######## gf_edge_event_capture_flat ########
### Clock wires, drivers and flops, gf_edge_event_capture_flat

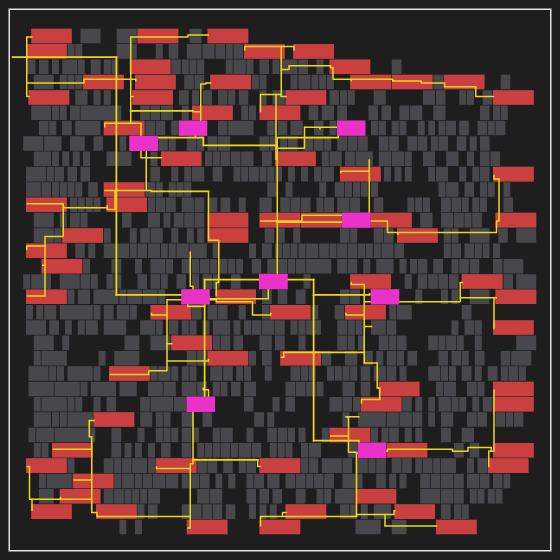

`src/rtl/gf_pkg.sv`:
```
// Shared types for the glitch-filter edge/event capture path.
package gf_pkg;

   localparam int NUM_CH      = 2;
   localparam int CNT_W       = 8;
   localparam int DEF_DEPTH   = 4;
   localparam int DEF_DROP_W  = 8;

   typedef enum logic {
      CH_IN1 = 1'b0,
      CH_IN2 = 1'b1
   } gf_chan_e;

   typedef struct packed {
      logic             chan;
      logic             level;
      logic [CNT_W-1:0] width;
   } gf_evt_t;

   // Increment that sticks at all-ones.
   function automatic logic [CNT_W-1:0] sat_inc(input logic [CNT_W-1:0] v);
      return (&v) ? v : v + 1'b1;
   endfunction

endpackage

```
`src/rtl/gf_edge_event_capture_if.sv`:
```
// Event drain port: head of the event FIFO, valid/ready handshake.
interface gf_edge_event_capture_if;

   logic                     evt_valid;
   logic                     evt_ready;
   logic                     evt_chan;
   logic                     evt_level;
   logic [gf_pkg::CNT_W-1:0] evt_width;

   modport master (
      output evt_valid,
      output evt_chan,
      output evt_level,
      output evt_width,
      input  evt_ready
   );

   modport slave (
      input  evt_valid,
      input  evt_chan,
      input  evt_level,
      input  evt_width,
      output evt_ready
   );

endinterface

```
`src/rtl/gf_evt_fifo.sv`:
```
// 2-write/1-read first-word-fall-through event FIFO; head valid one cycle after write.
// Reader pops on rd_en while non-empty; writer must keep writes within the reported free count.
module gf_evt_fifo
   import gf_pkg::*;
#(
   parameter int DEPTH = DEF_DEPTH
) (
   input  logic                     clk,
   input  logic                     rst,
   input  logic [1:0]               wr_en,
   input  gf_evt_t                  wr_data [2],
   input  logic                     rd_en,
   output logic                     rd_vld,
   output gf_evt_t                  rd_data,
   output logic [$clog2(DEPTH):0]   free
);

   localparam int PW = $clog2(DEPTH);

   gf_evt_t         mem_q [DEPTH];
   gf_evt_t         mem_d [DEPTH];
   logic [PW-1:0]   wptr_q, wptr_d;
   logic [PW-1:0]   rptr_q, rptr_d;
   logic [PW:0]     count_q, count_d;
   logic [PW-1:0]   wptr_nx;
   logic [PW:0]     n_wr;
   logic            pop;

   always_comb begin
      mem_d   = mem_q;
      wptr_nx = wptr_q + 1'b1;
      pop     = rd_en && (count_q != '0);
      n_wr    = {{PW{1'b0}}, wr_en[0]} + {{PW{1'b0}}, wr_en[1]};

      // ch1 takes the slot after ch0 when both write, otherwise the current slot.
      if (wr_en[0]) begin
         mem_d[wptr_q] = wr_data[0];
      end
      if (wr_en[1]) begin
         if (wr_en[0]) begin
            mem_d[wptr_nx] = wr_data[1];
         end else begin
            mem_d[wptr_q] = wr_data[1];
         end
      end

      wptr_d  = wptr_q + n_wr[PW-1:0];
      rptr_d  = rptr_q + PW'(pop);
      count_d = count_q + n_wr - {{PW{1'b0}}, pop};
   end

   always_ff @(posedge clk) begin
      if (rst) begin
         mem_q   <= '{default: '0};
         wptr_q  <= '0;
         rptr_q  <= '0;
         count_q <= '0;
      end else begin
         mem_q   <= mem_d;
         wptr_q  <= wptr_d;
         rptr_q  <= rptr_d;
         count_q <= count_d;
      end
   end

   assign rd_vld  = (count_q != '0);
   assign rd_data = mem_q[rptr_q];
   assign free    = (PW+1)'(DEPTH) - count_q;

endmodule

```
`src/rtl/gf_edge_event_capture.sv`:
```
// Turns level changes on two filtered inputs into {chan, level, width} events, queued for a consumer.
// Event visible one cycle after the edge; when the queue lacks room ch0 wins and the rest are counted as drops.
module gf_edge_event_capture
   import gf_pkg::*;
#(
   parameter int DEPTH  = DEF_DEPTH,
   parameter int DROP_W = DEF_DROP_W
) (
   input  logic                       clk,
   input  logic                       rst,
   input  logic                       filt_in1,
   input  logic                       filt_in2,
   gf_edge_event_capture_if.master    evt,
   output logic                       ovf,
   output logic [DROP_W-1:0]          drop_cnt,
   input  logic                       clr_ovf
);

   localparam int FW = $clog2(DEPTH) + 1;

   logic [NUM_CH-1:0]  in_vec;
   logic [NUM_CH-1:0]  prev_q, prev_d;
   logic [NUM_CH-1:0]  edge_det;
   logic [CNT_W-1:0]   cnt_q [NUM_CH];
   logic [CNT_W-1:0]   cnt_d [NUM_CH];
   gf_evt_t            evt_req [NUM_CH];

   logic [1:0]         wr_en;
   logic [1:0]         n_drop;
   logic [FW-1:0]      free;
   logic               head_vld;
   gf_evt_t            head;

   logic               ovf_q, ovf_d;
   logic [DROP_W-1:0]  drop_q, drop_d;
   logic [DROP_W-1:0]  drop_base;
   logic [DROP_W:0]    drop_sum;

   assign in_vec = {filt_in2, filt_in1};
   assign prev_d = in_vec;

   for (genvar c = 0; c < NUM_CH; c++) begin : g_ch
      localparam gf_chan_e CH = (c == 0) ? CH_IN1 : CH_IN2;

      assign edge_det[c] = (in_vec[c] != prev_q[c]);
      assign cnt_d[c]    = edge_det[c] ? CNT_W'(1) : sat_inc(cnt_q[c]);
      assign evt_req[c]  = '{chan: CH, level: prev_q[c], width: cnt_q[c]};
   end

   // Space is judged on the registered occupancy; a same-cycle pop does not help.
   always_comb begin
      wr_en  = '0;
      n_drop = '0;
      if (free >= FW'(2)) begin
         wr_en = edge_det;
      end else if (free == FW'(1)) begin
         if (edge_det[0]) begin
            wr_en[0] = 1'b1;
            n_drop   = {1'b0, edge_det[1]};
         end else begin
            wr_en[1] = edge_det[1];
         end
      end else begin
         n_drop = {1'b0, edge_det[0]} + {1'b0, edge_det[1]};
      end
   end

   always_comb begin
      drop_base = clr_ovf ? '0 : drop_q;
      drop_sum  = {1'b0, drop_base} + (DROP_W+1)'(n_drop);
      drop_d    = drop_sum[DROP_W] ? '1 : drop_sum[DROP_W-1:0];
      ovf_d     = (n_drop != 2'd0) || (ovf_q && !clr_ovf);
   end

   always_ff @(posedge clk) begin
      if (rst) begin
         prev_q <= '0;
         cnt_q  <= '{default: '0};
         ovf_q  <= 1'b0;
         drop_q <= '0;
      end else begin
         prev_q <= prev_d;
         cnt_q  <= cnt_d;
         ovf_q  <= ovf_d;
         drop_q <= drop_d;
      end
   end

   gf_evt_fifo #(
      .DEPTH (DEPTH)
   ) u_fifo (
      .clk     (clk),
      .rst     (rst),
      .wr_en   (wr_en),
      .wr_data (evt_req),
      .rd_en   (evt.evt_ready),
      .rd_vld  (head_vld),
      .rd_data (head),
      .free    (free)
   );

   assign evt.evt_valid = head_vld;
   assign evt.evt_chan  = head.chan;
   assign evt.evt_level = head.level;
   assign evt.evt_width = head.width;
   assign ovf           = ovf_q;
   assign drop_cnt      = drop_q;

endmodule

```
`src/flat_wrapper.sv`:
```
// flat-port wrapper written by rule: the top's interface ports become plain ports
module gf_edge_event_capture_flat import gf_pkg::*;
#(
   parameter int DEPTH  = DEF_DEPTH,
   parameter int DROP_W = DEF_DROP_W
)
  (clk, rst, filt_in1, filt_in2, ovf, drop_cnt, clr_ovf, evt_evt_valid, evt_evt_chan, evt_evt_level, evt_evt_width, evt_evt_ready);
  gf_edge_event_capture_if evt_i ();
  input  logic clk;
  input  logic rst;
  input  logic filt_in1;
  input  logic filt_in2;
  output logic ovf;
  output logic [DROP_W-1:0] drop_cnt;
  input  logic clr_ovf;
  output wire logic [$bits(evt_i.evt_valid)-1:0] evt_evt_valid;
  output wire logic [$bits(evt_i.evt_chan)-1:0] evt_evt_chan;
  output wire logic [$bits(evt_i.evt_level)-1:0] evt_evt_level;
  output wire logic [$bits(evt_i.evt_width)-1:0] evt_evt_width;
  input wire logic [$bits(evt_i.evt_ready)-1:0] evt_evt_ready;
  assign evt_evt_valid = evt_i.evt_valid;
  assign evt_evt_chan = evt_i.evt_chan;
  assign evt_evt_level = evt_i.evt_level;
  assign evt_evt_width = evt_i.evt_width;
  assign evt_i.evt_ready = evt_evt_ready;
  gf_edge_event_capture #(.DEPTH(DEPTH), .DROP_W(DROP_W)) u_core (.clk(clk), .rst(rst), .filt_in1(filt_in1), .filt_in2(filt_in2), .evt(evt_i), .ovf(ovf), .drop_cnt(drop_cnt), .clr_ovf(clr_ovf));
endmodule
```
`config.mk`:
```
export PLATFORM = sky130hd
export DESIGN_NAME = gf_edge_event_capture_flat
export DESIGN_NICKNAME = d
export VERILOG_FILES = /design/src/rtl/gf_pkg.sv /design/src/rtl/gf_edge_event_capture_if.sv /design/src/rtl/gf_evt_fifo.sv /design/src/rtl/gf_edge_event_capture.sv /design/src/flat_wrapper.sv
export SDC_FILE = /design/constraint.sdc
export NUM_CORES = 1
export LEC_CHECK = 0
export ABC_AREA = 1
export CAP_MARGIN = 20
export CORE_MARGIN = 2
export CORE_UTILIZATION = 61
export CTS_CLUSTER_DIAMETER = 120
export DETAILED_ROUTE_END_ITERATION = 8
export PLACE_DENSITY = 0.8
export SKIP_CTS_REPAIR_TIMING = 1
export SLEW_MARGIN = 10
export SYNTH_ARGS = -nofsm -noshare
export SYNTH_HDL_FRONTEND = slang
export SYNTH_SLANG_ARGS = --single-unit
```
`constraint.sdc`:
```
create_clock -name clk -period 3.7 [get_ports clk]
set_input_delay 0.74 -clock clk [delete_from_list [all_inputs] [get_ports clk]]
set_output_delay 0.74 -clock clk [all_outputs]
set_load 0.02 [all_outputs]
```
######## clock_timekeeper ########
`src/rtl/clock_timekeeper.sv`:
```
// ----------------------------------------------------------------------------
// clock_timekeeper
//   Wall-clock time of day kept as packed BCD hh:mm:ss, with a set mode.
//   The 1 Hz and 5 Hz square waves from the tick generator are synchronised
//   into clk_in.  Each rising edge becomes a one-cycle strobe (s1 / s5).
//   In RUN, s1 advances the time with a full carry ripple.
//   In SET, the hours and minutes buttons step their own field.  A button
//   press steps the field once.  Holding the button auto-repeats at 5 Hz
//   after HOLD_TICKS strobes.
//
//   Build option: define HOUR_12_EN for a 12-hour clock with a PM flag.
//   Hours then count 12,01..11.  With HOUR_12_EN left undefined, hours
//   count 00..23 and pm is tied to 0.
//
// Parameters
//   SYNC_STAGES  synchroniser depth on the tick inputs (2..3)
//   HOLD_TICKS   5 Hz strobes a button is held before auto-repeat (1..15)
//
// Ports
//   clk_in       system clock
//   reset        asynchronous, active-high reset
//   tick_1Hz     1 Hz square wave; a rising edge means one second
//   tick_5Hz     5 Hz square wave; a rising edge is the repeat/blink strobe
//   set_mode     1 selects the SET state
//   inc_hours    hours button (debounced level)
//   inc_minutes  minutes button (debounced level)
//   hours_bcd    {tens,units} hours
//   minutes_bcd  {tens,units} minutes, 00..59
//   seconds_bcd  {tens,units} seconds, 00..59
//   pm           PM flag (12-hour build only)
//   sec_pulse    one-cycle pulse per accepted second advance
//   blink        display enable; follows the 5 Hz level while in SET
// ----------------------------------------------------------------------------
module clock_timekeeper #(
  parameter int SYNC_STAGES = 2,
  parameter int HOLD_TICKS  = 5
) (
  input  logic       clk_in,
  input  logic       reset,
  input  logic       tick_1Hz,
  input  logic       tick_5Hz,
  input  logic       set_mode,
  input  logic       inc_hours,
  input  logic       inc_minutes,
  output logic [7:0] hours_bcd,
  output logic [7:0] minutes_bcd,
  output logic [7:0] seconds_bcd,
  output logic       pm,
  output logic       sec_pulse,
  output logic       blink
);

  typedef enum logic {RUN = 1'b0, SET = 1'b1} state_t;

  localparam logic [3:0] HOLD_LIM = 4'(HOLD_TICKS);

`ifdef HOUR_12_EN
  localparam logic [7:0] HOURS_RESET = 8'h12;
`else
  localparam logic [7:0] HOURS_RESET = 8'h00;
`endif

  // --------------------------------------------------------------------------
  // Tick synchronisers and edge detectors
  // --------------------------------------------------------------------------
  logic [SYNC_STAGES-1:0] sync1_reg;
  logic [SYNC_STAGES-1:0] sync5_reg;
  logic                   edge1_reg;
  logic                   edge5_reg;
  logic                   s1;
  logic                   s5;

  genvar gi;
  generate
    for (gi = 0; gi < SYNC_STAGES; gi++) begin : g_sync
      if (gi == 0) begin : g_first
        always_ff @(posedge clk_in or posedge reset) begin
          if (reset) begin
            sync1_reg[gi] <= 1'b0;
            sync5_reg[gi] <= 1'b0;
          end else begin
            sync1_reg[gi] <= tick_1Hz;
            sync5_reg[gi] <= tick_5Hz;
          end
        end
      end else begin : g_rest
        always_ff @(posedge clk_in or posedge reset) begin
          if (reset) begin
            sync1_reg[gi] <= 1'b0;
            sync5_reg[gi] <= 1'b0;
          end else begin
            sync1_reg[gi] <= sync1_reg[gi-1];
            sync5_reg[gi] <= sync5_reg[gi-1];
          end
        end
      end
    end
  endgenerate

  always_ff @(posedge clk_in or posedge reset) begin
    if (reset) begin
      edge1_reg <= 1'b0;
      edge5_reg <= 1'b0;
    end else begin
      edge1_reg <= sync1_reg[SYNC_STAGES-1];
      edge5_reg <= sync5_reg[SYNC_STAGES-1];
    end
  end

  assign s1 = sync1_reg[SYNC_STAGES-1] & ~edge1_reg;
  assign s5 = sync5_reg[SYNC_STAGES-1] & ~edge5_reg;

  // --------------------------------------------------------------------------
  // BCD step helpers.  Each helper works digit by digit.
  // --------------------------------------------------------------------------
  function automatic logic [7:0] bcd_inc60(input logic [7:0] v);
    if (v == 8'h59)           return 8'h00;
    else if (v[3:0] == 4'h9)  return {v[7:4] + 4'h1, 4'h0};
    else                      return {v[7:4], v[3:0] + 4'h1};
  endfunction

  function automatic logic [7:0] hours_inc(input logic [7:0] v);
`ifdef HOUR_12_EN
    if (v == 8'h12)           return 8'h01;
`else
    if (v == 8'h23)           return 8'h00;
`endif
    else if (v[3:0] == 4'h9)  return {v[7:4] + 4'h1, 4'h0};
    else                      return {v[7:4], v[3:0] + 4'h1};
  endfunction

  // --------------------------------------------------------------------------
  // State and time registers
  // --------------------------------------------------------------------------
  state_t     state_reg, state_next;
  logic [7:0] hours_reg, hours_next;
  logic [7:0] minutes_reg, minutes_next;
  logic [7:0] seconds_reg, seconds_next;
  logic       sec_pulse_reg, sec_pulse_next;
  logic [3:0] hold_h_reg, hold_h_next;
  logic [3:0] hold_m_reg, hold_m_next;
  logic       btn_h_prev_reg;
  logic       btn_m_prev_reg;
`ifdef HOUR_12_EN
  logic       pm_reg, pm_next;
`endif

  always_ff @(posedge clk_in or posedge reset) begin
    if (reset) begin
      state_reg      <= RUN;
      hours_reg      <= HOURS_RESET;
      minutes_reg    <= 8'h00;
      seconds_reg    <= 8'h00;
      sec_pulse_reg  <= 1'b0;
      hold_h_reg     <= 4'h0;
      hold_m_reg     <= 4'h0;
      btn_h_prev_reg <= 1'b0;
      btn_m_prev_reg <= 1'b0;
`ifdef HOUR_12_EN
      pm_reg         <= 1'b0;
`endif
    end else begin
      state_reg      <= state_next;
      hours_reg      <= hours_next;
      minutes_reg    <= minutes_next;
      seconds_reg    <= seconds_next;
      sec_pulse_reg  <= sec_pulse_next;
      hold_h_reg     <= hold_h_next;
      hold_m_reg     <= hold_m_next;
      btn_h_prev_reg <= inc_hours;
      btn_m_prev_reg <= inc_minutes;
`ifdef HOUR_12_EN
      pm_reg         <= pm_next;
`endif
    end
  end

  // --------------------------------------------------------------------------
  // Next-state logic.  The RUN carry ripple and the SET buttons both reduce
  // to "step hours" / "step minutes" requests.  One increment path serves
  // both of them.
  // --------------------------------------------------------------------------
  logic changing;
  logic step_h;
  logic step_m;

  always_comb begin
    state_next     = set_mode ? SET : RUN;
    changing       = (state_next != state_reg);
    seconds_next   = seconds_reg;
    sec_pulse_next = 1'b0;
    hold_h_next    = hold_h_reg;
    hold_m_next    = hold_m_reg;
    step_h         = 1'b0;
    step_m         = 1'b0;

    case (state_reg)
      RUN: begin
        // A second arriving in the same cycle as a mode change is dropped.
        if (s1 && !changing) begin
          seconds_next   = bcd_inc60(seconds_reg);
          sec_pulse_next = 1'b1;
          if (seconds_reg == 8'h59) begin
            step_m = 1'b1;
            step_h = (minutes_reg == 8'h59);
          end
        end
      end
      SET: begin
        if (!changing) begin
          // Hours button.  A fresh press steps at once.  While the button is
          // held, strobes 1..HOLD_LIM are counted only; later strobes repeat.
          if (inc_hours && !btn_h_prev_reg) begin
            step_h      = 1'b1;
            hold_h_next = 4'h0;
          end else if (inc_hours) begin
            if (s5) begin
              step_h = (hold_h_reg >= HOLD_LIM);
              if (hold_h_reg != 4'hF) hold_h_next = hold_h_reg + 4'h1;
            end
          end else begin
            hold_h_next = 4'h0;
          end
          // The minutes button uses the same scheme.
          if (inc_minutes && !btn_m_prev_reg) begin
            step_m      = 1'b1;
            hold_m_next = 4'h0;
          end else if (inc_minutes) begin
            if (s5) begin
              step_m = (hold_m_reg >= HOLD_LIM);
              if (hold_m_reg != 4'hF) hold_m_next = hold_m_reg + 4'h1;
            end
          end else begin
            hold_m_next = 4'h0;
          end
        end
      end
      default: ;
    endcase

    if (changing && state_next == SET) begin
      seconds_next = 8'h00;
      hold_h_next  = 4'h0;
      hold_m_next  = 4'h0;
    end

    // Minutes wrap 59->00 by themselves.  The RUN carry into hours comes from
    // step_h above, so a SET wrap of minutes leaves hours alone.
    minutes_next = step_m ? bcd_inc60(minutes_reg) : minutes_reg;
    hours_next   = step_h ? hours_inc(hours_reg)   : hours_reg;
`ifdef HOUR_12_EN
    pm_next = (step_h && hours_reg == 8'h11) ? ~pm_reg : pm_reg;
`endif
  end

  assign hours_bcd   = hours_reg;
  assign minutes_bcd = minutes_reg;
  assign seconds_bcd = seconds_reg;
  assign sec_pulse   = sec_pulse_reg;
  assign blink       = (state_reg == SET) ? sync5_reg[SYNC_STAGES-1] : 1'b1;
`ifdef HOUR_12_EN
  assign pm = pm_reg;
`else
  assign pm = 1'b0;
`endif

endmodule

```
`config.mk`:
```
export PLATFORM = sky130hd
export DESIGN_NAME = clock_timekeeper
export DESIGN_NICKNAME = d
export VERILOG_FILES = /design/src/rtl/clock_timekeeper.sv
export SDC_FILE = /design/constraint.sdc
export NUM_CORES = 1
export LEC_CHECK = 0
export ABC_AREA = 1
export CAP_MARGIN = 20
export CELL_PAD_IN_SITES_DETAIL_PLACEMENT = 2
export CELL_PAD_IN_SITES_GLOBAL_PLACEMENT = 2
export CORE_MARGIN = 5
export CORE_UTILIZATION = 35
export DETAILED_ROUTE_END_ITERATION = 10
export PLACE_DENSITY_LB_ADDON = 0.12
export SYNTH_ARGS = -nofsm -noshare
export SYNTH_HDL_FRONTEND = slang
export SYNTH_SLANG_ARGS = --single-unit
```
`constraint.sdc`:
```
create_clock -name clk_in -period 5 [get_ports clk_in]
set_input_delay 1.25 -clock clk_in [delete_from_list [all_inputs] [get_ports clk_in]]
set_output_delay 1.25 -clock clk_in [all_outputs]
set_load 0.005 [all_outputs]
```
### Supply network, clock_timekeeper

The bar under the picture is 20 µm long. Pins as bars on the die edge.
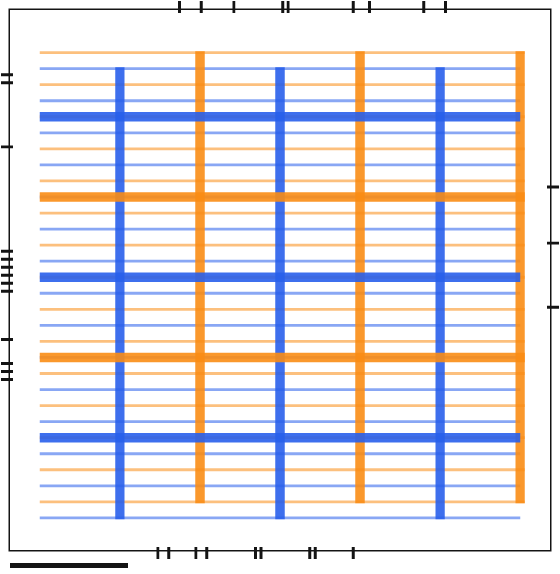
- VSS: blue
- VDD: orange
- signal pins: 34
- met1 rails: 30
- met4 straps: 6
- met5 straps: 5

==> CHANGELOG.md, clock_timekeeper <==
### Changed

- Net count after synthesis: 298
- Total power: 945 µW
- Max-slew violations: 0
- Drt first-iter violations: 28
- #MultiIn Comb: 192
- Reg clk slew, reported paths: 90 ps
- Starting Density: 36.2%
- Part of the cycle the worst path needs: 61.1%
- Max Cap Viol: 0
- Largest net degree at the start of global routing: 43
- Reg2reg setup slack: 2470 ps
- Status: completed
- Area-dominant class: logic gates
- Inverters: 33
- Clock-cell share of area: 4.01%
- Placed Instances: 377
- Residual DRC: 0
- ANT nets after route: 0
- Syn-to-layout area delta: 22.1%
- Final WL: 6.05 mm
- Crit end category: flip-flop
- Final period demand of the worst path: 3050 ps
- Via/cell ratio: 4.96
- H-tree depth: 2
- First-pass GRT wire length: 10.7 mm
- Synth Flop Type: dfrtp_1
- Comb/total area: 39.7%
- Max-slew headroom: 34.4%
- Number of cell rows: 29
clock_timekeeper: synthesized netlist by cell type (2+ instances only):
master	count	area, µm²
a21oi_1	4	20.0
dfrtp_1	42	1050
ha_1	21	263
inv_1	33	124
nand2_1	60	225
nand2_2	5	31.3
nand3_1	31	155
nor2_1	25	93.8
nor2_2	2	12.5
nor3b_1	2	15.0
o21ai_0	11	55.1
o22ai_1	5	31.3
xnor2_1	3	26.3
xor2_1	9	78.8
clock_timekeeper: kinds of logic after synthesis:
group	Yosys count	share of synthesized area, %
simple gates	133	26.2
flops	42	45.2
buf+inv	36	6.34
compound gates	24	5.86
fa+ha+maj	21	11.3
xor+xnor	12	4.52
other cells	1	0.161
mux	1	0.430
clock_timekeeper: report_power, final:
group,switching [mW],internal (mW),total (mW)
clock,0.139,0.149,0.288
combinational,0.114,0.113,0.226
sequential,0.0533,0.377,0.430
clock_timekeeper: metal layers:
metal  global-route usage, %  up-vias  share of wire [%]
met1                    20.0      948                 47
met5                       0        -                  0
met4                    2.64        0               0.71
met3                    3.72        6                2.5
met2                    27.2       23                 50
li1                        -      932                  -
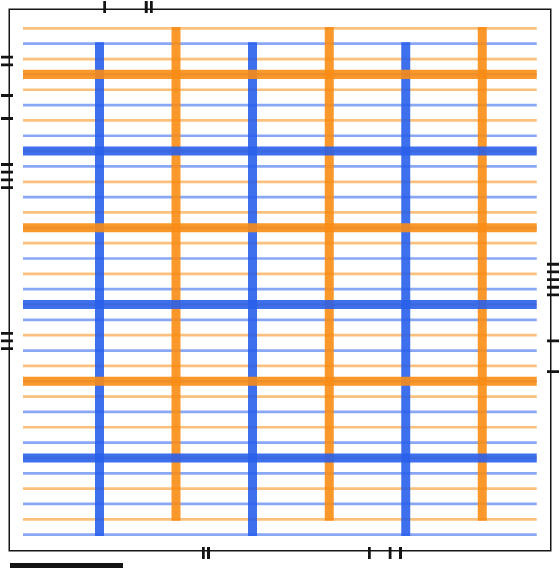
*Supply network, gf_edge_event_capture_flat*
The bar under the picture is 20 µm long. Pins as bars on the die edge.
- VDD: orange
- VSS: blue
- met5 straps: 6
- met4 straps: 6
- rows: 33
- met1 rails: 34

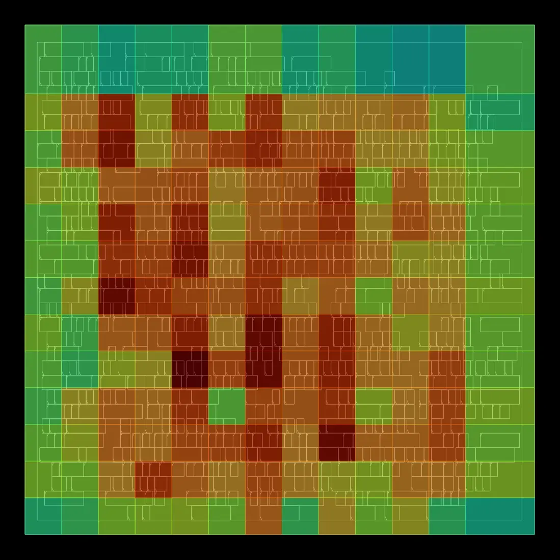
*Routing congestion map, gf_edge_event_capture_flat*
wire per inst: 17.2 µm
Total GRT Usage: 36.1%
final core utilization: 67.5%
GR peak layer: met2

## Picture notes: 'Clock wires, drivers and flops' of gf_edge_event_capture_flat
- clock drivers: magenta (count 9)
- flip-flops: red (count 74)
- clock wires: yellow (length 1,020 µm)
- flops lie: all over the die
- routed clock nets: 10

==> CHANGELOG.md, gf_edge_event_capture_flat <==
### Changed

- Status: completed
- Die height: 95.7 µm
- Commonest Layout Cell: nand2_1
- Hold Vio Cnt, Final: 0
- Reg clk slew, reported paths: 80 ps
- Final std cells w/o fill: 928
- Ratio of cells with drive above 1 in the final layout: 6.68%
- Crit end category: output pin
- Max-slew headroom: 32.7%
- GP Congestion: 0.941
- Internal power: 1.98 mW
- Sw Share: 51.8%
- Post-Route M1 WL: 6.41 mm
- CP peak stage delay: 750 ps
- Most frequent cell after synthesis: nand2_1
- CP delay by family, top: buffers and inverters
- Synth Flop Type: dfxtp_1
- Gate power share: 58.4%
- Starting Density: 62.8%
[gf_edge_event_capture_flat: cell families after synthesis]
| family | share of synthesized area, % |
|---|---|
| and+or+nand+nor | 38.5 |
| adders and majority gates | 4.68 |
| AOI/OAI and AO/OA | 12.9 |
| DFF | 28.9 |
| xor gates and xnor gates | 1.85 |
| buffers and inverters | 13.2 |
[gf_edge_event_capture_flat: worst paths after layout]
check	from	endpoint	cells past startpoint
setup / recovery	u_core.u_fifo.rptr_q[0]$_SDFF_PP0_	evt_evt_width[0]	5
hold reg to reg	u_core.u_fifo.mem_q[19]$_SDFF_PP0_	u_core.u_fifo.mem_q[19]$_SDFF_PP0_	2
setup reg to reg	u_core.u_fifo.count_q[1]$_SDFF_PP0_	u_core.u_fifo.count_q[2]$_SDFF_PP0_	18
hold / removal	u_core.u_fifo.mem_q[19]$_SDFF_PP0_	u_core.u_fifo.mem_q[19]$_SDFF_PP0_	2
[gf_edge_event_capture_flat: sequential cells by signal (all words and copies together) (netlist names)]
signal,cells
u_core.cnt_q,16
u_core.drop_cnt,8
u_core.ovf,1
u_core.prev_q,2
u_core.u_fifo.count_q,3
u_core.u_fifo.mem_q,40
u_core.u_fifo.rptr_q,2
u_core.u_fifo.wptr_q,2

## Gallery

Cell classes on the final placement.
image #1
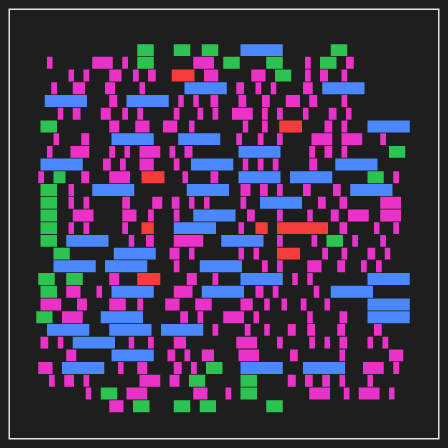
image #2
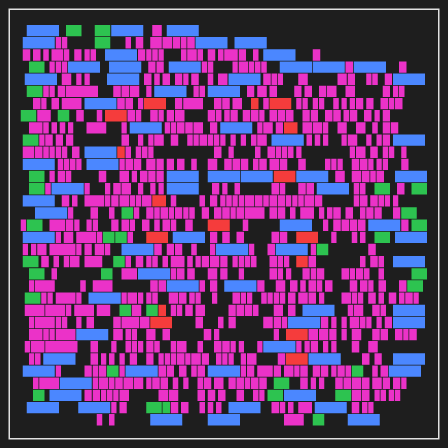
image #1 -> clock_timekeeper
image #2 -> gf_edge_event_capture_flat
The one with the most sequential cells is image #2.
The one with the highest utilization is image #2.

Key to image #1:
- combinational and other logic: magenta (cells 225; share of their area 46%)
- remaining buffers and delay cells: green (cells 33; share of their area 12%)
- sequential cells: blue (cells 42; share of their area 38%)
- clock drivers and dummy loads: red (cells 8; share of their area 4.1%)


######## psram_rx_capture ########
### src/rtl/psram_pkg.sv
// Shared constants and capture state encoding for the PSRAM SPI read path.
package psram_pkg;

   // PSRAM command opcodes issued by the command engine
   localparam logic [7:0] CMD_READ    = 8'h03;
   localparam logic [7:0] CMD_WRITE   = 8'h02;
   localparam logic [7:0] CMD_RST_EN  = 8'h66;
   localparam logic [7:0] CMD_RST     = 8'h99;
   localparam logic [7:0] CMD_READ_ID = 8'h9F;

   // Expected read-ID bytes: manufacturer ID and known-good-die marker
   localparam logic [7:0] MFID_EXP = 8'h0D;
   localparam logic [7:0] KGD_EXP  = 8'h5D;

   // Command + 24-bit address bit times ahead of read data
   localparam int unsigned RD_SKIP_BITS = 32;

   // Capture sequencer states
   typedef enum logic [1:0] {
      IDLE  = 2'd0,
      SKIP  = 2'd1,
      SHIFT = 2'd2,
      DONE  = 2'd3
   } cap_state_e;

endpackage

### src/rtl/psram_rx_fifo.sv
// Small synchronous byte FIFO. A push into a full FIFO is dropped unless a
// pop happens in the same cycle; the head entry is presented from storage.
module psram_rx_fifo #(
   parameter int unsigned FIFO_DEPTH = 4
) (
   input  logic       sys_clk,
   input  logic       sys_reset_n,
   input  logic       push,
   input  logic [7:0] push_data,
   input  logic       rd_ready,
   output logic [7:0] rd_data,
   output logic       rd_valid,
   output logic       drop
);

   localparam int unsigned AW = (FIFO_DEPTH > 1) ? $clog2(FIFO_DEPTH) : 1;
   localparam logic [AW:0] FULL_CNT = (AW+1)'(FIFO_DEPTH);

   logic [7:0]    mem [FIFO_DEPTH];
   logic [AW-1:0] wr_ptr;
   logic [AW-1:0] rd_ptr;
   logic [AW:0]   count;
   logic          full;
   logic          pop;
   logic          accept;

   // Pop is resolved before push so a full FIFO can accept in a pop cycle
   always_comb begin
      full     = (count == FULL_CNT);
      rd_valid = (count != '0);
      pop      = rd_valid & rd_ready;
      accept   = push & (~full | pop);
      drop     = push & full & ~pop;
      rd_data  = mem[rd_ptr];
   end

   // Storage, pointers and occupancy
   always_ff @(posedge sys_clk or negedge sys_reset_n) begin
      if (!sys_reset_n) begin
         for (int unsigned i = 0; i < FIFO_DEPTH; i++) mem[i] <= '0;
         wr_ptr <= '0;
         rd_ptr <= '0;
         count  <= '0;
      end else begin
         if (accept) begin
            mem[wr_ptr] <= push_data;
            wr_ptr      <= wr_ptr + AW'(1);
         end
         if (pop) rd_ptr <= rd_ptr + AW'(1);
         case ({accept, pop})
            2'b10:   count <= count + (AW+1)'(1);
            2'b01:   count <= count - (AW+1)'(1);
            default: count <= count;
         endcase
      end
   end

endmodule

### src/rtl/psram_rx_capture.sv
// PSRAM read-data capture: skips command/address bit times, assembles bytes
// MSB-first from SO and queues them in psram_rx_fifo.
// Optional read-ID checking is enabled by defining PSRAM_RX_ID_CHECK_EN.
module psram_rx_capture
   import psram_pkg::*;
#(
   parameter int unsigned FIFO_DEPTH = 4,
   parameter int unsigned LEN_W      = 8,
   parameter int unsigned SKIP_W     = 6
) (
   input  logic              sys_clk,
   input  logic              sys_reset_n,
   input  logic              ce_n,
   input  logic              so_in,
   input  logic              rx_start,
   input  logic [SKIP_W-1:0] rx_skip,
   input  logic [LEN_W-1:0]  rx_len,
   output logic [7:0]        rd_data,
   output logic              rd_valid,
   input  logic              rd_ready,
   output logic              busy,
   output logic              done,
   output logic              overflow,
   output logic              short_burst,
   input  logic              clr_status
`ifdef PSRAM_RX_ID_CHECK_EN
   ,
   input  logic              id_mode,
   output logic              id_ok,
   output logic              id_bad
`endif
);

   cap_state_e        state, state_nxt;
   logic [SKIP_W-1:0] skip_q;
   logic [LEN_W-1:0]  len_q;
   logic [SKIP_W-1:0] skip_cnt;
   logic [LEN_W-1:0]  byte_cnt;
   logic [2:0]        bit_cnt;
   logic [6:0]        shreg;
   logic              ce_n_q;
   logic              bit_time;
   logic              ce_rise;
   logic              push;
   logic [7:0]        push_data;
   logic              set_short;
   logic              drop;

   // Bit-time qualifiers and the byte completing this cycle
   always_comb begin
      bit_time  = ~ce_n;
      ce_rise   = ce_n & ~ce_n_q;
      push_data = {shreg, so_in};
   end

   // Next-state and per-cycle strobes
   always_comb begin
      state_nxt = state;
      push      = 1'b0;
      set_short = 1'b0;
      done      = 1'b0;
      case (state)
         IDLE: begin
            if (rx_start) begin
               if (rx_len == '0)       state_nxt = DONE;
               else if (rx_skip == '0) state_nxt = SHIFT;
               else                    state_nxt = SKIP;
            end
         end
         SKIP: begin
            if (ce_rise) begin
               set_short = 1'b1;
               state_nxt = DONE;
            end else if (bit_time && (skip_cnt + SKIP_W'(1)) == skip_q) begin
               state_nxt = SHIFT;
            end
         end
         SHIFT: begin
            if (ce_rise) begin
               set_short = 1'b1;
               state_nxt = DONE;
            end else if (bit_time && bit_cnt == 3'd7) begin
               push = 1'b1;
               if ((byte_cnt + LEN_W'(1)) == len_q) state_nxt = DONE;
            end
         end
         DONE: begin
            done      = 1'b1;
            state_nxt = IDLE;
         end
         default: state_nxt = IDLE;
      endcase
   end

   // State register
   always_ff @(posedge sys_clk or negedge sys_reset_n) begin
      if (!sys_reset_n) state <= IDLE;
      else              state <= state_nxt;
   end

   // Arming, skip/bit/byte counters and the shift register
   always_ff @(posedge sys_clk or negedge sys_reset_n) begin
      if (!sys_reset_n) begin
         skip_q   <= '0;
         len_q    <= '0;
         skip_cnt <= '0;
         byte_cnt <= '0;
         bit_cnt  <= '0;
         shreg    <= '0;
         ce_n_q   <= 1'b1;
      end else begin
         ce_n_q <= ce_n;
         case (state)
            IDLE: begin
               if (rx_start) begin
                  skip_q   <= rx_skip;
                  len_q    <= rx_len;
                  skip_cnt <= '0;
                  byte_cnt <= '0;
                  bit_cnt  <= '0;
               end
            end
            SKIP: begin
               if (bit_time) skip_cnt <= skip_cnt + SKIP_W'(1);
            end
            SHIFT: begin
               if (bit_time) begin
                  shreg   <= push_data[6:0];
                  bit_cnt <= bit_cnt + 3'd1;
                  if (bit_cnt == 3'd7) byte_cnt <= byte_cnt + LEN_W'(1);
               end
            end
            default: ;
         endcase
      end
   end

   // Sticky status; a set in the same cycle as clr_status wins
   always_ff @(posedge sys_clk or negedge sys_reset_n) begin
      if (!sys_reset_n) begin
         overflow    <= 1'b0;
         short_burst <= 1'b0;
      end else begin
         if (drop)            overflow <= 1'b1;
         else if (clr_status) overflow <= 1'b0;
         if (set_short)       short_burst <= 1'b1;
         else if (clr_status) short_burst <= 1'b0;
      end
   end

   always_comb busy = (state != IDLE);

   psram_rx_fifo #(
      .FIFO_DEPTH (FIFO_DEPTH)
   ) u_fifo (
      .sys_clk     (sys_clk),
      .sys_reset_n (sys_reset_n),
      .push        (push),
      .push_data   (push_data),
      .rd_ready    (rd_ready),
      .rd_data     (rd_data),
      .rd_valid    (rd_valid),
      .drop        (drop)
   );

`ifdef PSRAM_RX_ID_CHECK_EN
   logic id_mode_q;
   logic id_m0;
   logic id_m1;

   // Compare the first two captured bytes against the expected ID and
   // report the verdict when the capture finishes
   always_ff @(posedge sys_clk or negedge sys_reset_n) begin
      if (!sys_reset_n) begin
         id_mode_q <= 1'b0;
         id_m0     <= 1'b0;
         id_m1     <= 1'b0;
         id_ok     <= 1'b0;
         id_bad    <= 1'b0;
      end else begin
         if (state == IDLE && rx_start) begin
            id_mode_q <= id_mode;
            id_m0     <= 1'b0;
            id_m1     <= 1'b0;
         end else if (push) begin
            if (byte_cnt == LEN_W'(0)) id_m0 <= (push_data == MFID_EXP);
            if (byte_cnt == LEN_W'(1)) id_m1 <= (push_data == KGD_EXP);
         end
         if (state == DONE && id_mode_q && id_m0 && id_m1 && byte_cnt >= LEN_W'(2))
            id_ok <= 1'b1;
         else if (clr_status)
            id_ok <= 1'b0;
         if (state == DONE && id_mode_q && !(id_m0 && id_m1 && byte_cnt >= LEN_W'(2)))
            id_bad <= 1'b1;
         else if (clr_status)
            id_bad <= 1'b0;
      end
   end
`else
   // Read-ID checking not built
`endif

endmodule

### config.mk
export PLATFORM = sky130hd
export DESIGN_NAME = psram_rx_capture
export DESIGN_NICKNAME = d
export VERILOG_FILES = /design/src/rtl/psram_pkg.sv /design/src/rtl/psram_rx_fifo.sv /design/src/rtl/psram_rx_capture.sv
export SDC_FILE = /design/constraint.sdc
export NUM_CORES = 1
export LEC_CHECK = 0
export ABC_AREA = 1
export CAP_MARGIN = 0
export CORE_ASPECT_RATIO = 1.2
export CORE_MARGIN = 2
export CORE_UTILIZATION = 52
export CTS_CLUSTER_SIZE = 14
export DETAILED_ROUTE_END_ITERATION = 10
export GPL_ROUTABILITY_DRIVEN = 0
export MAX_ROUTING_LAYER = met4
export PLACE_DENSITY = 0.74
export REMOVE_ABC_BUFFERS = 1
export SETUP_SLACK_MARGIN = 0.02
export SLEW_MARGIN = 10
export SYNTH_ARGS = -nofsm -noshare
export SYNTH_HDL_FRONTEND = slang
export SYNTH_SLANG_ARGS = --single-unit
### constraint.sdc
create_clock -name sys_clk -period 2.3 [get_ports sys_clk]
set_input_delay 0.69 -clock sys_clk [delete_from_list [all_inputs] [get_ports sys_clk]]
set_output_delay 0.69 -clock sys_clk [all_outputs]
set_load 0.05 [all_outputs]
######## unit_l_pipe ########
File: src/rtl/unit_l_pipe.sv
// Two-stage pipelined logic unit (PASS/AND/OR/XOR and their inversions) with
// valid/ready on both sides and a result-chaining mode. Optional zero/parity
// flags are built when UNIT_L_PIPE_FLAGS_EN is defined.
module unit_l_pipe #(
  parameter int WIDTH = 32
) (
  input  logic             clk,
  input  logic             rst_n,
  input  logic             in_valid,
  output logic             in_ready,
  input  logic [2:0]       in_op,
  input  logic             in_chain,
  input  logic [WIDTH-1:0] in_a,
  input  logic [WIDTH-1:0] in_b,
  output logic             out_valid,
  input  logic             out_ready,
  output logic [WIDTH-1:0] out_data,
  output logic             out_zero,
  output logic             out_par
);

  // Handshake: a beat moves across a boundary on a cycle where the sender's
  // valid and the receiver's ready are both 1; valid and payload stay stable
  // until then. in_ready is combinational from out_ready, so a full pipe
  // accepts a new beat in the same cycle as its result leaves.
  logic             v1_q, v2_q;
  logic [WIDTH-1:0] a1_q, b1_q;
  logic [2:0]       op1_q;
  logic             chain1_q;
  logic [WIDTH-1:0] data_q, lr_q;
  logic             en1, en2;
  logic [WIDTH-1:0] b_eff;
  logic [WIDTH-1:0] base;
  logic [WIDTH-1:0] res_d;

  assign en2      = !v2_q || out_ready;
  assign en1      = !v1_q || en2;
  assign in_ready = en1;

  always_comb begin
    b_eff = chain1_q ? lr_q : b1_q;
    base  = a1_q;
    case (op1_q[1:0])
      2'b00:   base = a1_q;
      2'b01:   base = a1_q & b_eff;
      2'b10:   base = a1_q | b_eff;
      default: base = a1_q ^ b_eff;
    endcase
    // op[2] inverts the f1f0 result: NOT a, NAND, NOR, XNOR.
    res_d = op1_q[2] ? ~base : base;
  end

  always_ff @(posedge clk or negedge rst_n) begin
    if (!rst_n) begin
      v1_q     <= 1'b0;
      a1_q     <= '0;
      b1_q     <= '0;
      op1_q    <= 3'b000;
      chain1_q <= 1'b0;
    end else if (en1) begin
      v1_q <= in_valid;
      if (in_valid) begin
        a1_q     <= in_a;
        b1_q     <= in_b;
        op1_q    <= in_op;
        chain1_q <= in_chain;
      end
    end
  end

  // lr tracks the last result that entered S2, which in order is always the
  // beat immediately ahead of the one now sitting in S1.
  always_ff @(posedge clk or negedge rst_n) begin
    if (!rst_n) begin
      v2_q   <= 1'b0;
      data_q <= '0;
      lr_q   <= '0;
    end else if (en2) begin
      v2_q <= v1_q;
      if (v1_q) begin
        data_q <= res_d;
        lr_q   <= res_d;
      end
    end
  end

  assign out_valid = v2_q;
  assign out_data  = data_q;

`ifdef UNIT_L_PIPE_FLAGS_EN
  logic zero_q, par_q;

  always_ff @(posedge clk or negedge rst_n) begin
    if (!rst_n) begin
      zero_q <= 1'b0;
      par_q  <= 1'b0;
    end else if (en2 && v1_q) begin
      zero_q <= ~|res_d;
      par_q  <= ^res_d;
    end
  end

  assign out_zero = zero_q;
  assign out_par  = par_q;
`else
  assign out_zero = 1'b0;
  assign out_par  = 1'b0;
`endif

endmodule
File: config.mk
export PLATFORM = sky130hd
export DESIGN_NAME = unit_l_pipe
export DESIGN_NICKNAME = d
export VERILOG_FILES = /design/src/rtl/unit_l_pipe.sv
export SDC_FILE = /design/constraint.sdc
export NUM_CORES = 1
export LEC_CHECK = 0
export CORE_MARGIN = 5
export CORE_UTILIZATION = 49
export DETAILED_ROUTE_END_ITERATION = 10
export PLACE_DENSITY = 0.84
export SLEW_MARGIN = 0
export SYNTH_ARGS = -nofsm -noshare
export SYNTH_HDL_FRONTEND = slang
export SYNTH_SLANG_ARGS = --single-unit
File: constraint.sdc
create_clock -name clk -period 2.2 [get_ports clk]
set_input_delay 0.33 -clock clk [delete_from_list [all_inputs] [get_ports clk]]
set_output_delay 0.33 -clock clk [all_outputs]
set_load 0.1 [all_outputs]
### Supply network, psram_rx_capture

The bar under the picture is 20 µm long. Pins as bars on the die edge.
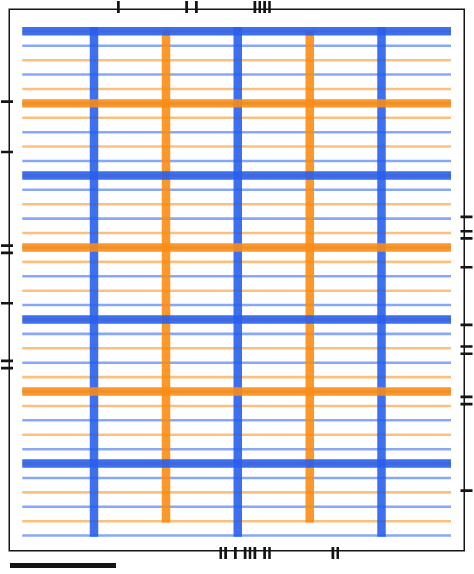
- VSS: blue
- VDD: orange
- met1 rails: 36
- signal pins: 34
- rows: 35
- met5 straps: 7

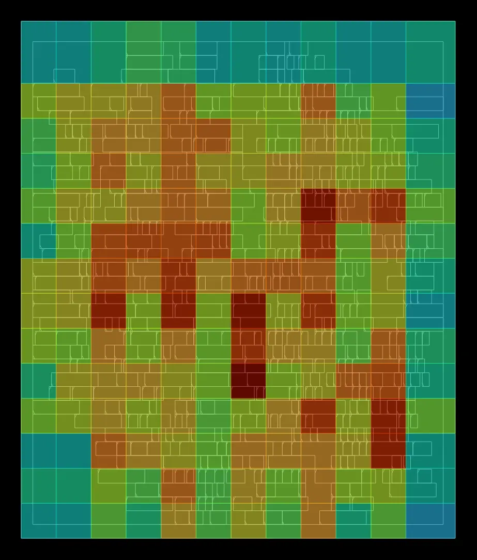
*Routing congestion map, psram_rx_capture*
met1 GRT Util: 26.0%
met2 track utilization from global routing: 42.4%

==> CHANGELOG.md, psram_rx_capture <==
### Changed

- Setup TNS: 0 ps
- Crit path launch type: flip-flop
- Total power: 5.96 mW
- Drt first-iter violations: 144
- Inverters: 63
- CP Data Required Time: 1610 ps
- CP delay by family, top: buffers and inverters
- Reg2reg setup slack: 190 ps
- Worst Path Max Fanout: 2
- Syn-to-layout area delta: 24.6%
- Antenna cells: 0
- Sw Share: 42.3%
- Leakage Power: 2.57 nW
- Logic area: 1880 µm²
- Top pwr grp: combinational logic
- Hold WS: 299 ps
- MUX share of area: 9.18%
- Status: completed
- Final WL: 9.13 mm
- Synth warn: 0
- Die area: 8730 µm²
- Vias in the first global route: 3,492
- Power Sequential: 2.02 mW
- First-pass GRT wire length: 15.6 mm
- Setup CP Type: reg -> out
- # Taps: 92
psram_rx_capture: synth_stat cells (all sizes together):
library cell  number  share of area [%]
clkbuf             7               0.63
ha                13                3.9
nor4               1               0.15
dfrtp             81                 49
a32o               2               0.48
xnor2              2               0.42
nor2              43                4.5
a22oi              1               0.18
o31ai              1               0.18
nand2             98                8.9
o22ai             16                2.4
nand4              4               0.60
o21ai             35                4.2
a21boi             1               0.18
dfstp              1               0.63
nand3             31                3.9
xor2               6                1.3
nor3               3               0.36
a21oi              9                1.4
mux2i              1               0.24
inv               63                5.8
nand3b             6                1.1
mux2              33                8.9
o32ai              1               0.21
fa                 1               0.48
a31oi              1               0.15
psram_rx_capture: layout by cell type (no fill, tap or decap), drive strengths merged, types with 2 or more instances in the layout:
cell | Yosys | final
mux2 | 33 | 33
inv | 63 | 67
o21ai | 35 | 35
o22ai | 16 | 16
nor3 | 3 | 3
xnor2 | 2 | 2
clkdlybuf4s50 | 0 | 21
dfrtp | 81 | 81
buf | 0 | 39
xor2 | 6 | 6
nand4 | 4 | 4
clkbuf | 7 | 9
nand2 | 98 | 98
nand3 | 31 | 31
nand3b | 6 | 6
a21oi | 9 | 9
a32o | 2 | 2
ha | 13 | 13
nor2 | 43 | 43
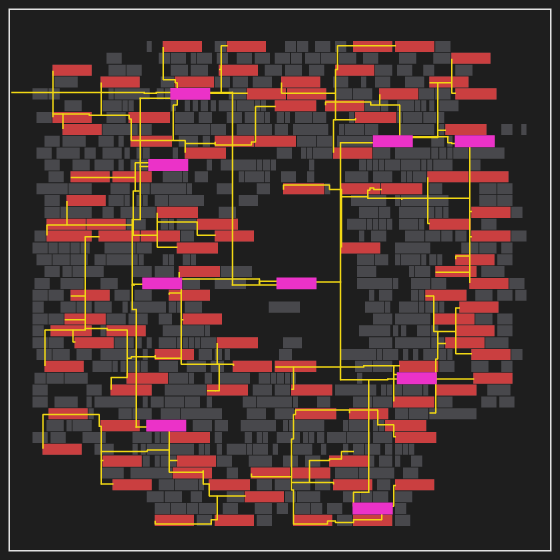
*Clock wires, drivers and flops, unit_l_pipe*
- clock wires: yellow (length 1,370 µm)
- clock drivers: magenta (count 9)
- flip-flops: red (count 102)
- routed clock nets: 10

==> CHANGELOG.md, unit_l_pipe <==
### Changed

- Status: completed
- Sw Share: 46.1%
- Ratio of cells with drive above 1 in the final layout: 30.7%
- First-pass GRT wire length: 22.1 mm
- I/O pin total: 108
- Internal power: 5.25 mW
- CP Data Required Time: 2460 ps
- CP Depth: 7
- Final WS setup: 137 ps
- Hold WS: 486 ps
- Clock power frac: 18.7%
- Post-Synth XOR/XNOR Area: 4.40%
- Nets: 762
- Via/cell ratio: 5.14
- R2R depth: 7
- Final WL: 13.4 mm
- Residual DRC: 0
- Setup CP Type: reg -> reg
- Average cell area after synthesis: 12.1 µm²
- Starting Density: 50.2%
- Critical Path Sink: lr_q[1]$_DFFE_PN0P_
- Part of the cycle the worst path needs: 93.8%
- Maximum clock path buffer count: 2
- CP bufs+invs: 2
- Synth Cell Area: 6370 µm²
- Post-CTS setup buffer count: 0
- Mapped Cells: 528
- Max-slew headroom: 64.1%
- Max frequency: 485 MHz
- Met3 Use GR: 3.54%
- Vias: 4,130
- ANT nets after route: 0
- GR peak layer: met2
- Peak VDD IR: 0.770 mV
- Initial antenna violation count: 0
- Yosys cell count: 528
- Final core utilization: 63.2%
- Area fraction in compound gates: 2.52%
- Setup violations, final: 0
==> unit_l_pipe: power by group through the flow <==
stage | sequential [mW] | clock (mW) | combinational, mW
final | 2.88 | 1.82 | 5.03
after global routing | 2.96 | 1.93 | 5.39
after CTS | 2.89 | 1.88 | 5.09
after detailed placement | 2.92 | 0 | 5.06
after global placement | 2.88 | 0 | 4.84
after floorplan | 4.76 | 0 | 1.99
==> unit_l_pipe: synthesized netlist by cell type (all sizes together) <==
library cell  count  share of area (%)
buf              23                3.1
clkbuf            8               0.47
conb              1              0.059
dfrtp           102                 40
ha               64                 13
inv              96                5.7
mux2             68                 12
mux2i            32                5.0
mux4             32                 12
nand2            34                2.0
nand2b            3               0.29
nand3b            1               0.12
o21ai            32                2.5
xnor2            32                4.4
==> unit_l_pipe: cell type report <==
type / instances / area (µm²) / share of cell area, %
clock buffer: 10 / 229 / 2.86
inverter: 96 / 360 / 4.50
clock inverter: 6 / 110 / 1.37
sequential: 102 / 2600 / 32.5
timing repair buffer: 117 / 1180 / 14.7
multi-input combinational: 300 / 3320 / 41.4
tap: 172 / 215 / 2.69

## Gallery

Metal layers overlaid.
The bar under the picture is 20 µm long.
picture 1
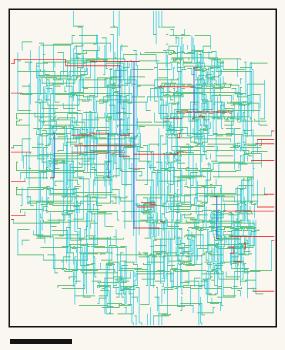
picture 2
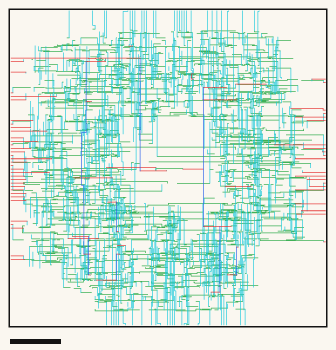
psram_rx_capture -> picture 1
unit_l_pipe -> picture 2
Of these, most wire: picture 2
Of these, largest die: picture 2


Power and IR drop assume default switching activity.
